=== fpu_cmd_issuer_flat ===
Fig. 1: fpu_cmd_issuer_flat, wiring by layer
Only two layers are drawn.
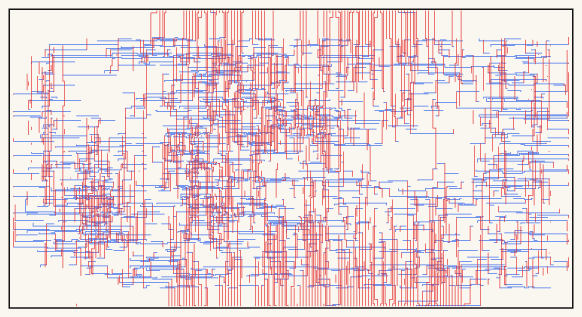
Fig. 2: fpu_cmd_issuer_flat, a small window of the routed layout
Region (118, 10) to (143, 35) um. Cells in grey, sequential cells in the stronger grey; small squares are vias.
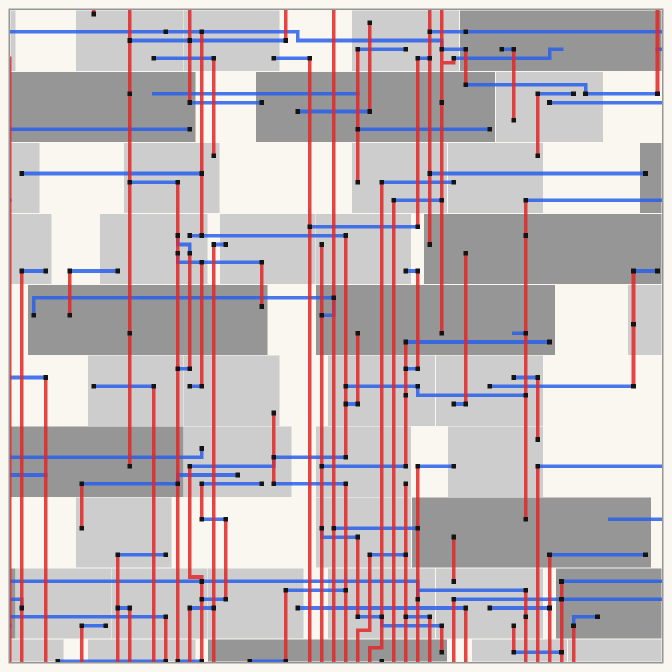
$ cat config.mk
export PLATFORM = sky130hd
export DESIGN_NAME = fpu_cmd_issuer_flat
export DESIGN_NICKNAME = d
export VERILOG_FILES = /design/src/rtl/fpu_cmd_issuer_if.sv /design/src/rtl/fpu_cmd_issuer.sv /design/src/flat_wrapper.sv
export SDC_FILE = /design/constraint.sdc
export NUM_CORES = 1
export LEC_CHECK = 0
export CAP_MARGIN = 20
export CORE_ASPECT_RATIO = 0.5
export CORE_MARGIN = 5
export CORE_UTILIZATION = 46
export DETAILED_ROUTE_END_ITERATION = 7
export PLACE_DENSITY = 0.84
export REMOVE_ABC_BUFFERS = 1
export SETUP_SLACK_MARGIN = 0.15
export SLEW_MARGIN = 5
export SYNTH_ARGS = -nofsm -noshare
export SYNTH_HDL_FRONTEND = slang
export SYNTH_SLANG_ARGS = --single-unit
export TNS_END_PERCENT = 50
$ cat constraint.sdc
create_clock -name clk -period 10.15 [get_ports clk]
set_clock_uncertainty 0.1 [all_clocks]
set_input_delay 2.5375 -clock clk [delete_from_list [all_inputs] [get_ports clk]]
set_output_delay 2.5375 -clock clk [all_outputs]
set_load 0.01 [all_outputs]
$ cat src/rtl/fpu_cmd_issuer_if.sv
// Bus bundle between the command issuer and its environment: command port,
// the three FPU operand streams, the FPU result stream and the response port.
interface fpu_cmd_issuer_if #(
    parameter int unsigned CNT_W = 16
);
    logic             cmd_valid;
    logic             cmd_ready;
    logic [31:0]      cmd_a;
    logic [31:0]      cmd_b;
    logic [7:0]       cmd_op;

    logic             s_axis_a_tvalid;
    logic             s_axis_a_tready;
    logic [31:0]      s_axis_a_tdata;
    logic             s_axis_b_tvalid;
    logic             s_axis_b_tready;
    logic [31:0]      s_axis_b_tdata;
    logic             s_axis_operation_tvalid;
    logic             s_axis_operation_tready;
    logic [7:0]       s_axis_operation_tdata;

    logic             m_axis_result_tvalid;
    logic             m_axis_result_tready;
    logic [31:0]      m_axis_result_tdata;

    logic             rsp_valid;
    logic             rsp_ready;
    logic [31:0]      rsp_data;
    logic [1:0]       rsp_err;

    logic [CNT_W-1:0] ok_count;
    logic [CNT_W-1:0] err_count;

    // Issuer side
    modport master (
        input  cmd_valid, cmd_a, cmd_b, cmd_op,
        output cmd_ready,
        output s_axis_a_tvalid, s_axis_a_tdata,
        input  s_axis_a_tready,
        output s_axis_b_tvalid, s_axis_b_tdata,
        input  s_axis_b_tready,
        output s_axis_operation_tvalid, s_axis_operation_tdata,
        input  s_axis_operation_tready,
        input  m_axis_result_tvalid, m_axis_result_tdata,
        output m_axis_result_tready,
        output rsp_valid, rsp_data, rsp_err,
        input  rsp_ready,
        output ok_count, err_count
    );

    // Environment side (sequencer plus FPU core)
    modport slave (
        output cmd_valid, cmd_a, cmd_b, cmd_op,
        input  cmd_ready,
        input  s_axis_a_tvalid, s_axis_a_tdata,
        output s_axis_a_tready,
        input  s_axis_b_tvalid, s_axis_b_tdata,
        output s_axis_b_tready,
        input  s_axis_operation_tvalid, s_axis_operation_tdata,
        output s_axis_operation_tready,
        output m_axis_result_tvalid, m_axis_result_tdata,
        input  m_axis_result_tready,
        input  rsp_valid, rsp_data, rsp_err,
        output rsp_ready,
        input  ok_count, err_count
    );
endinterface

$ cat src/rtl/fpu_cmd_issuer.sv
// Issues one FPU command over the A/B/operation streams, waits (bounded) for
// the result and returns it with a status code; keeps ok/error statistics.
module fpu_cmd_issuer #(
    parameter int unsigned TIMEOUT = 64,
    parameter int unsigned CNT_W   = 16
) (
    input logic              clk,
    input logic              rst,
    fpu_cmd_issuer_if.master bus
);

    localparam int unsigned TO_W   = (TIMEOUT > 1) ? $clog2(TIMEOUT) : 1;
    localparam logic [31:0] QNAN   = 32'h7FC0_0000;
    localparam logic [7:0]  OP_MAX = 8'd3;
    localparam logic [1:0]  ERR_OK = 2'd0;
    localparam logic [1:0]  ERR_OP = 2'd1;
    localparam logic [1:0]  ERR_TO = 2'd2;

    typedef enum logic [1:0] {
        ST_IDLE,
        ST_ISSUE,
        ST_WAIT,
        ST_RESP
    } state_e;

    state_e           state_q, state_d;
    logic             cmd_ready_q, cmd_ready_d;
    logic             a_vld_q, a_vld_d;
    logic             b_vld_q, b_vld_d;
    logic             op_vld_q, op_vld_d;
    logic [31:0]      a_data_q, a_data_d;
    logic [31:0]      b_data_q, b_data_d;
    logic [7:0]       op_data_q, op_data_d;
    logic [TO_W-1:0]  to_cnt_q, to_cnt_d;
    logic             rsp_valid_q, rsp_valid_d;
    logic [31:0]      rsp_data_q, rsp_data_d;
    logic [1:0]       rsp_err_q, rsp_err_d;
    logic [CNT_W-1:0] ok_cnt_q, ok_cnt_d;
    logic [CNT_W-1:0] err_cnt_q, err_cnt_d;

    always_ff @(posedge clk or posedge rst) begin
        if (rst) begin
            state_q     <= ST_IDLE;
            cmd_ready_q <= 1'b1;
            a_vld_q     <= 1'b0;
            b_vld_q     <= 1'b0;
            op_vld_q    <= 1'b0;
            a_data_q    <= '0;
            b_data_q    <= '0;
            op_data_q   <= '0;
            to_cnt_q    <= '0;
            rsp_valid_q <= 1'b0;
            rsp_data_q  <= '0;
            rsp_err_q   <= ERR_OK;
            ok_cnt_q    <= '0;
            err_cnt_q   <= '0;
        end else begin
            state_q     <= state_d;
            cmd_ready_q <= cmd_ready_d;
            a_vld_q     <= a_vld_d;
            b_vld_q     <= b_vld_d;
            op_vld_q    <= op_vld_d;
            a_data_q    <= a_data_d;
            b_data_q    <= b_data_d;
            op_data_q   <= op_data_d;
            to_cnt_q    <= to_cnt_d;
            rsp_valid_q <= rsp_valid_d;
            rsp_data_q  <= rsp_data_d;
            rsp_err_q   <= rsp_err_d;
            ok_cnt_q    <= ok_cnt_d;
            err_cnt_q   <= err_cnt_d;
        end
    end

    always_comb begin
        state_d   = state_q;
        // Each operand channel drops its valid independently once handshaken.
        a_vld_d   = a_vld_q  & ~bus.s_axis_a_tready;
        b_vld_d   = b_vld_q  & ~bus.s_axis_b_tready;
        op_vld_d  = op_vld_q & ~bus.s_axis_operation_tready;
        a_data_d  = a_data_q;
        b_data_d  = b_data_q;
        op_data_d = op_data_q;
        to_cnt_d  = to_cnt_q;
        rsp_data_d = rsp_data_q;
        rsp_err_d  = rsp_err_q;
        ok_cnt_d   = ok_cnt_q;
        err_cnt_d  = err_cnt_q;

        case (state_q)
            ST_IDLE: begin
                if (bus.cmd_valid && cmd_ready_q) begin
                    a_data_d  = bus.cmd_a;
                    b_data_d  = bus.cmd_b;
                    op_data_d = bus.cmd_op;
                    if (bus.cmd_op > OP_MAX) begin
                        state_d    = ST_RESP;
                        rsp_err_d  = ERR_OP;
                        rsp_data_d = QNAN;
                    end else begin
                        state_d  = ST_ISSUE;
                        a_vld_d  = 1'b1;
                        b_vld_d  = 1'b1;
                        op_vld_d = 1'b1;
                    end
                end
            end
            ST_ISSUE: begin
                if (!a_vld_d && !b_vld_d && !op_vld_d) begin
                    state_d  = ST_WAIT;
                    to_cnt_d = '0;
                end
            end
            ST_WAIT: begin
                // A result in the final counted cycle still beats the timeout.
                if (bus.m_axis_result_tvalid) begin
                    state_d    = ST_RESP;
                    rsp_data_d = bus.m_axis_result_tdata;
                    rsp_err_d  = ERR_OK;
                end else if (to_cnt_q == TO_W'(TIMEOUT - 1)) begin
                    state_d    = ST_RESP;
                    rsp_data_d = QNAN;
                    rsp_err_d  = ERR_TO;
                end else begin
                    to_cnt_d = to_cnt_q + TO_W'(1);
                end
            end
            ST_RESP: begin
                if (bus.rsp_ready) begin
                    state_d = ST_IDLE;
                    if (rsp_err_q == ERR_OK) begin
                        if (ok_cnt_q != '1) ok_cnt_d = ok_cnt_q + CNT_W'(1);
                    end else begin
                        if (err_cnt_q != '1) err_cnt_d = err_cnt_q + CNT_W'(1);
                    end
                end
            end
            default: state_d = ST_IDLE;
        endcase

        cmd_ready_d = (state_d == ST_IDLE);
        rsp_valid_d = (state_d == ST_RESP);
    end

    assign bus.cmd_ready               = cmd_ready_q;
    assign bus.s_axis_a_tvalid         = a_vld_q;
    assign bus.s_axis_a_tdata          = a_data_q;
    assign bus.s_axis_b_tvalid         = b_vld_q;
    assign bus.s_axis_b_tdata          = b_data_q;
    assign bus.s_axis_operation_tvalid = op_vld_q;
    assign bus.s_axis_operation_tdata  = op_data_q;
    // Results are always sunk; beats outside WAIT are stale and dropped.
    assign bus.m_axis_result_tready    = 1'b1;
    assign bus.rsp_valid               = rsp_valid_q;
    assign bus.rsp_data                = rsp_data_q;
    assign bus.rsp_err                 = rsp_err_q;
    assign bus.ok_count                = ok_cnt_q;
    assign bus.err_count               = err_cnt_q;

endmodule

$ cat src/flat_wrapper.sv
// flat-port wrapper written by rule: the top's interface ports become plain ports
module fpu_cmd_issuer_flat 
#(
    parameter int unsigned TIMEOUT = 64,
    parameter int unsigned CNT_W   = 16
)
  (clk, rst, bus_cmd_valid, bus_cmd_a, bus_cmd_b, bus_cmd_op, bus_cmd_ready, bus_s_axis_a_tvalid, bus_s_axis_a_tdata, bus_s_axis_a_tready, bus_s_axis_b_tvalid, bus_s_axis_b_tdata, bus_s_axis_b_tready, bus_s_axis_operation_tvalid, bus_s_axis_operation_tdata, bus_s_axis_operation_tready, bus_m_axis_result_tvalid, bus_m_axis_result_tdata, bus_m_axis_result_tready, bus_rsp_valid, bus_rsp_data, bus_rsp_err, bus_rsp_ready, bus_ok_count, bus_err_count);
  fpu_cmd_issuer_if #(.CNT_W(CNT_W)) bus_i ();
  input logic clk;
  input logic rst;
  input wire logic [$bits(bus_i.cmd_valid)-1:0] bus_cmd_valid;
  input wire logic [$bits(bus_i.cmd_a)-1:0] bus_cmd_a;
  input wire logic [$bits(bus_i.cmd_b)-1:0] bus_cmd_b;
  input wire logic [$bits(bus_i.cmd_op)-1:0] bus_cmd_op;
  output wire logic [$bits(bus_i.cmd_ready)-1:0] bus_cmd_ready;
  output wire logic [$bits(bus_i.s_axis_a_tvalid)-1:0] bus_s_axis_a_tvalid;
  output wire logic [$bits(bus_i.s_axis_a_tdata)-1:0] bus_s_axis_a_tdata;
  input wire logic [$bits(bus_i.s_axis_a_tready)-1:0] bus_s_axis_a_tready;
  output wire logic [$bits(bus_i.s_axis_b_tvalid)-1:0] bus_s_axis_b_tvalid;
  output wire logic [$bits(bus_i.s_axis_b_tdata)-1:0] bus_s_axis_b_tdata;
  input wire logic [$bits(bus_i.s_axis_b_tready)-1:0] bus_s_axis_b_tready;
  output wire logic [$bits(bus_i.s_axis_operation_tvalid)-1:0] bus_s_axis_operation_tvalid;
  output wire logic [$bits(bus_i.s_axis_operation_tdata)-1:0] bus_s_axis_operation_tdata;
  input wire logic [$bits(bus_i.s_axis_operation_tready)-1:0] bus_s_axis_operation_tready;
  input wire logic [$bits(bus_i.m_axis_result_tvalid)-1:0] bus_m_axis_result_tvalid;
  input wire logic [$bits(bus_i.m_axis_result_tdata)-1:0] bus_m_axis_result_tdata;
  output wire logic [$bits(bus_i.m_axis_result_tready)-1:0] bus_m_axis_result_tready;
  output wire logic [$bits(bus_i.rsp_valid)-1:0] bus_rsp_valid;
  output wire logic [$bits(bus_i.rsp_data)-1:0] bus_rsp_data;
  output wire logic [$bits(bus_i.rsp_err)-1:0] bus_rsp_err;
  input wire logic [$bits(bus_i.rsp_ready)-1:0] bus_rsp_ready;
  output wire logic [$bits(bus_i.ok_count)-1:0] bus_ok_count;
  output wire logic [$bits(bus_i.err_count)-1:0] bus_err_count;
  assign bus_i.cmd_valid = bus_cmd_valid;
  assign bus_i.cmd_a = bus_cmd_a;
  assign bus_i.cmd_b = bus_cmd_b;
  assign bus_i.cmd_op = bus_cmd_op;
  assign bus_cmd_ready = bus_i.cmd_ready;
  assign bus_s_axis_a_tvalid = bus_i.s_axis_a_tvalid;
  assign bus_s_axis_a_tdata = bus_i.s_axis_a_tdata;
  assign bus_i.s_axis_a_tready = bus_s_axis_a_tready;
  assign bus_s_axis_b_tvalid = bus_i.s_axis_b_tvalid;
  assign bus_s_axis_b_tdata = bus_i.s_axis_b_tdata;
  assign bus_i.s_axis_b_tready = bus_s_axis_b_tready;
  assign bus_s_axis_operation_tvalid = bus_i.s_axis_operation_tvalid;
  assign bus_s_axis_operation_tdata = bus_i.s_axis_operation_tdata;
  assign bus_i.s_axis_operation_tready = bus_s_axis_operation_tready;
  assign bus_i.m_axis_result_tvalid = bus_m_axis_result_tvalid;
  assign bus_i.m_axis_result_tdata = bus_m_axis_result_tdata;
  assign bus_m_axis_result_tready = bus_i.m_axis_result_tready;
  assign bus_rsp_valid = bus_i.rsp_valid;
  assign bus_rsp_data = bus_i.rsp_data;
  assign bus_rsp_err = bus_i.rsp_err;
  assign bus_i.rsp_ready = bus_rsp_ready;
  assign bus_ok_count = bus_i.ok_count;
  assign bus_err_count = bus_i.err_count;
  fpu_cmd_issuer #(.TIMEOUT(TIMEOUT), .CNT_W(CNT_W)) u_core (.clk(clk), .rst(rst), .bus(bus_i));
endmodule
==> qor.csv <==
metric,value,unit
clock_area_frac,0.06302,
crit_path_max_incr_delay,700,ps
met3_length,843,um
maxPowerGroup,registers,
met2_usage,0.3611,
required,10340,ps
holdCritPathClass,flip-flop to flip-flop,
hold_end,u_core.bus.rsp_data[22],
yosys_warnings,0,
power.leakage,4.021,nW
drc_errors,0,
dieArea,15890,um^2
wl_per_cell,18.21,um
fin_hold_ws,386.4,ps
netSwitchingPower,781.8,uW
ff2ff_path_depth,4,
grt-busiest-layer,met2,
postSynthSeqShare,0.6160,
clock_latency,410,ps
warning_count,25,
xor_share,0.03711,
post-place-ws,5309,ps
clock-sinks,151,
seq_area,3780,um^2
cp-end-kind,flip-flop,
cts_setup_buffers,0,
crit_path_top_delay_cell,nor4_1,
outcome,"complete, no violations",
cp.depth,5,
root_buffer,clkbuf_16,
logic_gate_count,282,
finalNonFillerCells,897,
final_core_util,0.7373,
## Picture notes: Fig. 1
- red: met2 (wire length 8480 um)
- blue: met1 (wire length 6640 um)

## Picture notes: Fig. 2
- red: met2
- blue: met1
- netlist names of flops here include: u_core.bus.s_axis_b_tdata (6), u_core.bus.s_axis_a_tdata (2)
- cells with their middle in the window: 32
- sequential cells in the window: 8
- most frequent: clkdlybuf4s50_1 (15), mux2_2 (9), dfrtp_1 (8)

## layout by cell type, fill, tap and decap left out, types with 3 or more instances in the layout
cell	instances
xnor2_1	9
nor2_1	12
a22o_1	23
nor4_1	6
nand2_1	21
nand4_1	12
a31oi_1	5
o22a_1	9
mux2_2	76
nand2b_1	3
o21ai_0	5
nand3_1	16
nor3_1	10
dfrtp_1	150
clkbuf_16	17
clkinvlp_4	4
inv_1	4
a21oi_1	8
inv_6	4
and3_1	8
o211ai_1	3
nor2b_1	4
xor2_1	17
ha_1	3
clkdlybuf4s50_1	254

=== mux_2to1 ===
Fig. 3: mux_2to1, a small window of the routed layout
Region (15, 0) to (40, 25) um. Cells in grey, sequential cells in the stronger grey; small squares are vias.
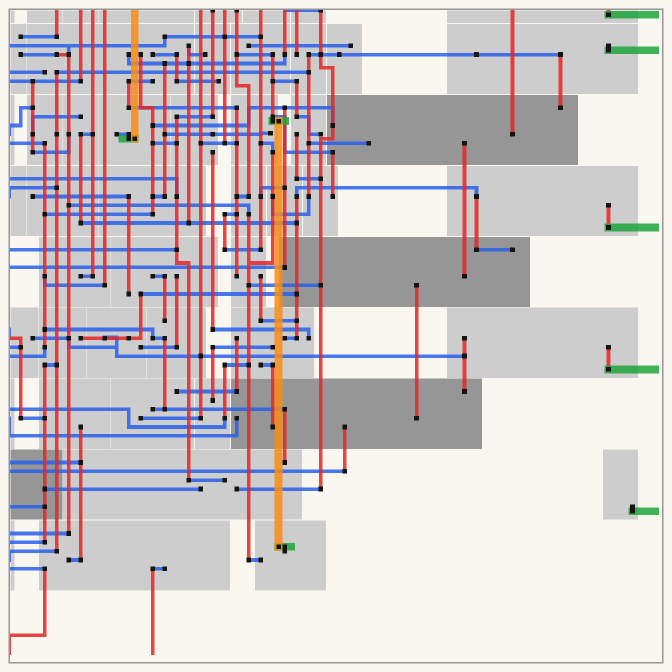
Fig. 4: mux_2to1, wiring by layer
Only two layers are drawn.
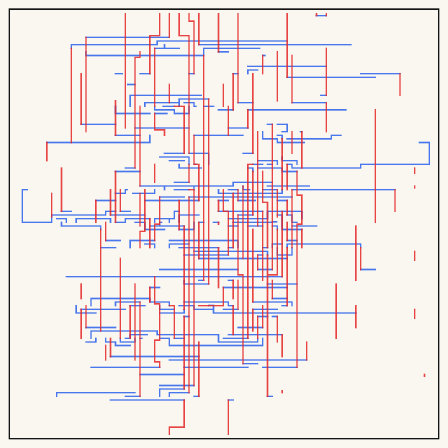
==> config.mk <==
export PLATFORM = sky130hd
export DESIGN_NAME = mux_2to1
export DESIGN_NICKNAME = d
export VERILOG_FILES = /design/src/rtl/mux_2to1_pkg.sv /design/src/rtl/mux_2to1_core.sv /design/src/rtl/mux_2to1.sv
export SDC_FILE = /design/constraint.sdc
export NUM_CORES = 1
export LEC_CHECK = 0
export ABC_AREA = 1
export CORE_UTILIZATION = 40
export DETAILED_ROUTE_END_ITERATION = 7
export PLACE_DENSITY = 0.82
export SYNTH_ARGS = -nofsm -noshare
export SYNTH_HDL_FRONTEND = slang
export SYNTH_HIERARCHICAL = 1
export SYNTH_SLANG_ARGS = --single-unit
==> constraint.sdc <==
create_clock -name clk -period 1.4 [get_ports clk]
set_clock_uncertainty 0.15 [all_clocks]
set_input_delay 0.14 -clock clk [delete_from_list [all_inputs] [get_ports clk]]
set_output_delay 0.14 -clock clk [all_outputs]
set_load 0.05 [all_outputs]
==> src/rtl/mux_2to1_pkg.sv <==
// mux_2to1_pkg
//   Shared definitions for the mux_2to1 block:
//     DEF_WIDTH  default data width
//     DEF_CNT_W  default width of the select-toggle counter
//     sat_inc    saturating increment used by the toggle counter
//   sat_inc works on 32-bit values, so counters built on it must be at most
//   32 bits wide.
package mux_2to1_pkg;

  localparam int DEF_WIDTH = 1;
  localparam int DEF_CNT_W = 8;

  // Returns cnt + 1, or cnt unchanged once it has reached max (no wrap).
  function automatic logic [31:0] sat_inc(input logic [31:0] cnt,
                                          input logic [31:0] max);
    if (cnt >= max) begin
      return cnt;
    end
    return cnt + 32'd1;
  endfunction

endpackage

==> src/rtl/mux_2to1_core.sv <==
// mux_2to1_core
//   Purely combinational 2:1 selector. No clock and no reset: the output is
//   valid at all times, including while the surrounding logic is in reset.
//   An X/Z on sel resolves through the ordinary ?: operator, with no extra
//   X-handling.
// Ports
//   a    in   WIDTH  selected when sel = 0
//   b    in   WIDTH  selected when sel = 1
//   sel  in   1      select
//   c    out  WIDTH  sel ? b : a
module mux_2to1_core
  import mux_2to1_pkg::*;
#(
  parameter int WIDTH = DEF_WIDTH
) (
  input  logic [WIDTH-1:0] a,
  input  logic [WIDTH-1:0] b,
  input  logic             sel,
  output logic [WIDTH-1:0] c
);

  assign c = sel ? b : a;

endmodule

==> src/rtl/mux_2to1.sv <==
// mux_2to1
//   2:1 data selector with a zero-latency combinational output, a registered
//   copy of that output, a registered select and a saturating counter of
//   select transitions for debug/coverage.
//
// Configuration macro: MUX2TO1_PARITY_EN
//   defined   : c_par is a flop holding the even parity (^) of the value
//               captured into c_q, so it lines up with c_q.
//   undefined : c_par is tied to 0 and no parity flop exists.
//   The port list is the same in both builds.
//
// Parameters
//   WIDTH  data width of a, b, c, c_q (>= 1)
//   CNT_W  width of sel_toggle_cnt (1..32)
//
// Ports
//   clk             in   1      rising-edge clock
//   rst             in   1      asynchronous, active-high reset
//   a               in   WIDTH  data input, chosen when sel = 0
//   b               in   WIDTH  data input, chosen when sel = 1
//   sel             in   1      select
//   c               out  WIDTH  combinational sel ? b : a
//   c_q             out  WIDTH  c registered on clk
//   sel_q           out  1      sel registered on clk
//   sel_toggle_cnt  out  CNT_W  saturating count of sel transitions
//   c_par           out  1      parity of c_q (0 when parity is disabled)
//
// Reset clears c_q, sel_q, sel_toggle_cnt and c_par immediately and holds
// them at 0; c keeps following its inputs throughout.
module mux_2to1
  import mux_2to1_pkg::*;
#(
  parameter int WIDTH = DEF_WIDTH,
  parameter int CNT_W = DEF_CNT_W
) (
  input  logic             clk,
  input  logic             rst,
  input  logic [WIDTH-1:0] a,
  input  logic [WIDTH-1:0] b,
  input  logic             sel,
  output logic [WIDTH-1:0] c,
  output logic [WIDTH-1:0] c_q,
  output logic             sel_q,
  output logic [CNT_W-1:0] sel_toggle_cnt,
  output logic             c_par
);

  // Saturation value 2**CNT_W - 1, formed in 32 bits for sat_inc.
  localparam logic [31:0] CNT_MAX = (CNT_W >= 32) ? 32'hFFFF_FFFF
                                                  : ((32'd1 << CNT_W) - 32'd1);

  logic [WIDTH-1:0] w_c;
  logic [CNT_W-1:0] w_cnt_inc;

  logic [WIDTH-1:0] r_c_q;
  logic             r_sel_q;
  logic [CNT_W-1:0] r_cnt;

  mux_2to1_core #(
    .WIDTH (WIDTH)
  ) u_core (
    .a   (a),
    .b   (b),
    .sel (sel),
    .c   (w_c)
  );

  assign w_cnt_inc = CNT_W'(sat_inc(32'(r_cnt), CNT_MAX));

  // The toggle counter compares the live select against the value captured
  // on the previous edge, so a pulse on sel that starts and ends between two
  // edges is never seen. Straight after reset r_sel_q is 0, so sel = 1 on
  // the first edge counts as one transition.
  always_ff @(posedge clk or posedge rst) begin
    if (rst) begin
      r_c_q   <= '0;
      r_sel_q <= 1'b0;
      r_cnt   <= '0;
    end else begin
      r_c_q   <= w_c;
      r_sel_q <= sel;
      if (sel != r_sel_q) begin
        r_cnt <= w_cnt_inc;
      end
    end
  end

`ifdef MUX2TO1_PARITY_EN
  logic r_par;

  // Parity is taken from the same c value that lands in c_q on this edge.
  always_ff @(posedge clk or posedge rst) begin
    if (rst) begin
      r_par <= 1'b0;
    end else begin
      r_par <= ^w_c;
    end
  end

  assign c_par = r_par;
`else
  assign c_par = 1'b0;
`endif

  assign c              = w_c;
  assign c_q            = r_c_q;
  assign sel_q          = r_sel_q;
  assign sel_toggle_cnt = r_cnt;

endmodule

==> qor.csv <==
metric,value,unit
met3_length,45,um
drt_iter0_markers,28,
met1_usage,0.2568,
syn_area,581.8,um^2
drv_cap,0,
wl,1314,um
finalCritPeriodShare,0.9878,
critPathMaxFanout,5,
cp.buffers_inverters,1,
synth_cell_type_count,16,
ys_sh_aoi,0.01720,
holdCritPathClass,input pin to flip-flop,
grt_overflow,0,
post-place-ws,-96.29,ps
clock_latency,280,ps
root_buffer,clkbuf_4,
fp-utilization,0.4362,
first_global_vias,429,
finalSetupViolCount,0,
hold_end,sel_q,
p_comb,931,uW
grt-busiest-layer,met1,
topCellsByArea,"dfrtp_1 (43%), nand2_1 (20%), inv_1 (7.1%)",
syn-num-nets,85,
cts_setup_buffers,0,
clk_pin_slew_worst_paths,80,ps
crit_type,flip-flop to flip-flop,
finalSetupTns,0,ps
port_buffers,15,
final_core_util,0.7233,
logic_family,simple AND/OR/NAND/NOR gates,
tapcell.inserted,15,
yosysTopAreaCellShare,0.4301,
m1WireLength,633,um
p_seq,538,uW
pwr-share-clk,0.132,
nets,111,
drc_errors,0,
outcome,"complete, no violations",
vias_per_cell,4.714,
p_int,945.5,uW
fillers,95,
ff_count,10,
r2r-start,sel_toggle_cnt[0],
## Picture notes: Fig. 3
- blue: met1
- green: met3
- orange: met4
- red: met2
- most frequent: nand2_1 (9), buf_12 (4), buf_4 (4)
- sequential cells in the window: 3
- netlist names of flops here include: sel_toggle_cnt (3)
- cells with their middle in the window: 39

## Picture notes: Fig. 4
- red: met2 (wire length 608 um)
- blue: met1 (wire length 633 um)

cell families (layout without fill, tap and decap cells):
group | Yosys count | in the layout
buffers and inverters | 13 | 38
other | 1 | 1
adder cells (fa/ha/maj) | 1 | 1
XOR/XNOR | 1 | 1
flip-flops | 10 | 10
AND/OR/NAND/NOR | 51 | 51
AND-OR/OR-AND | 2 | 2
cells in the final DEF, fill, tap and decap left out, types with 3 or more instances in the layout:
cell type and n:
clkdlybuf4s50_1 3, nand4_1 3, buf_12 11, inv_1 10, dfrtp_2 9, buf_4 6
nor2_1 4, nand3_1 6, clkbuf_4 3, nand2_1 30


==> screenshots <==
Power grid.
image #1
Bar = 50 um. Pins as bars on the die edge. Tap cells in grey.
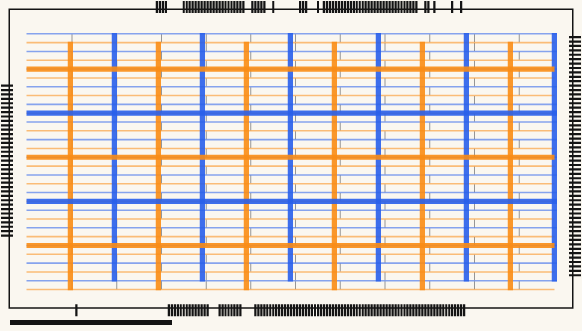
image #2
Bar = 10 um. Pins as bars on the die edge. Tap cells in grey.
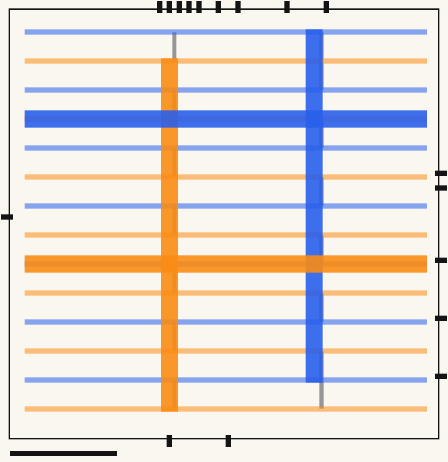
| from | picture |
|---|---|
| fpu_cmd_issuer_flat | image #1 |
| mux_2to1 | image #2 |
Of these, most pins: image #1

Key to image #2:
- orange: VSS
- blue: VDD
- tap cells: 15
- rows: 13
- met4 straps: 2
- signal pins: 17

Power figures rest on the tool's default switching activity, not on a simulated workload.
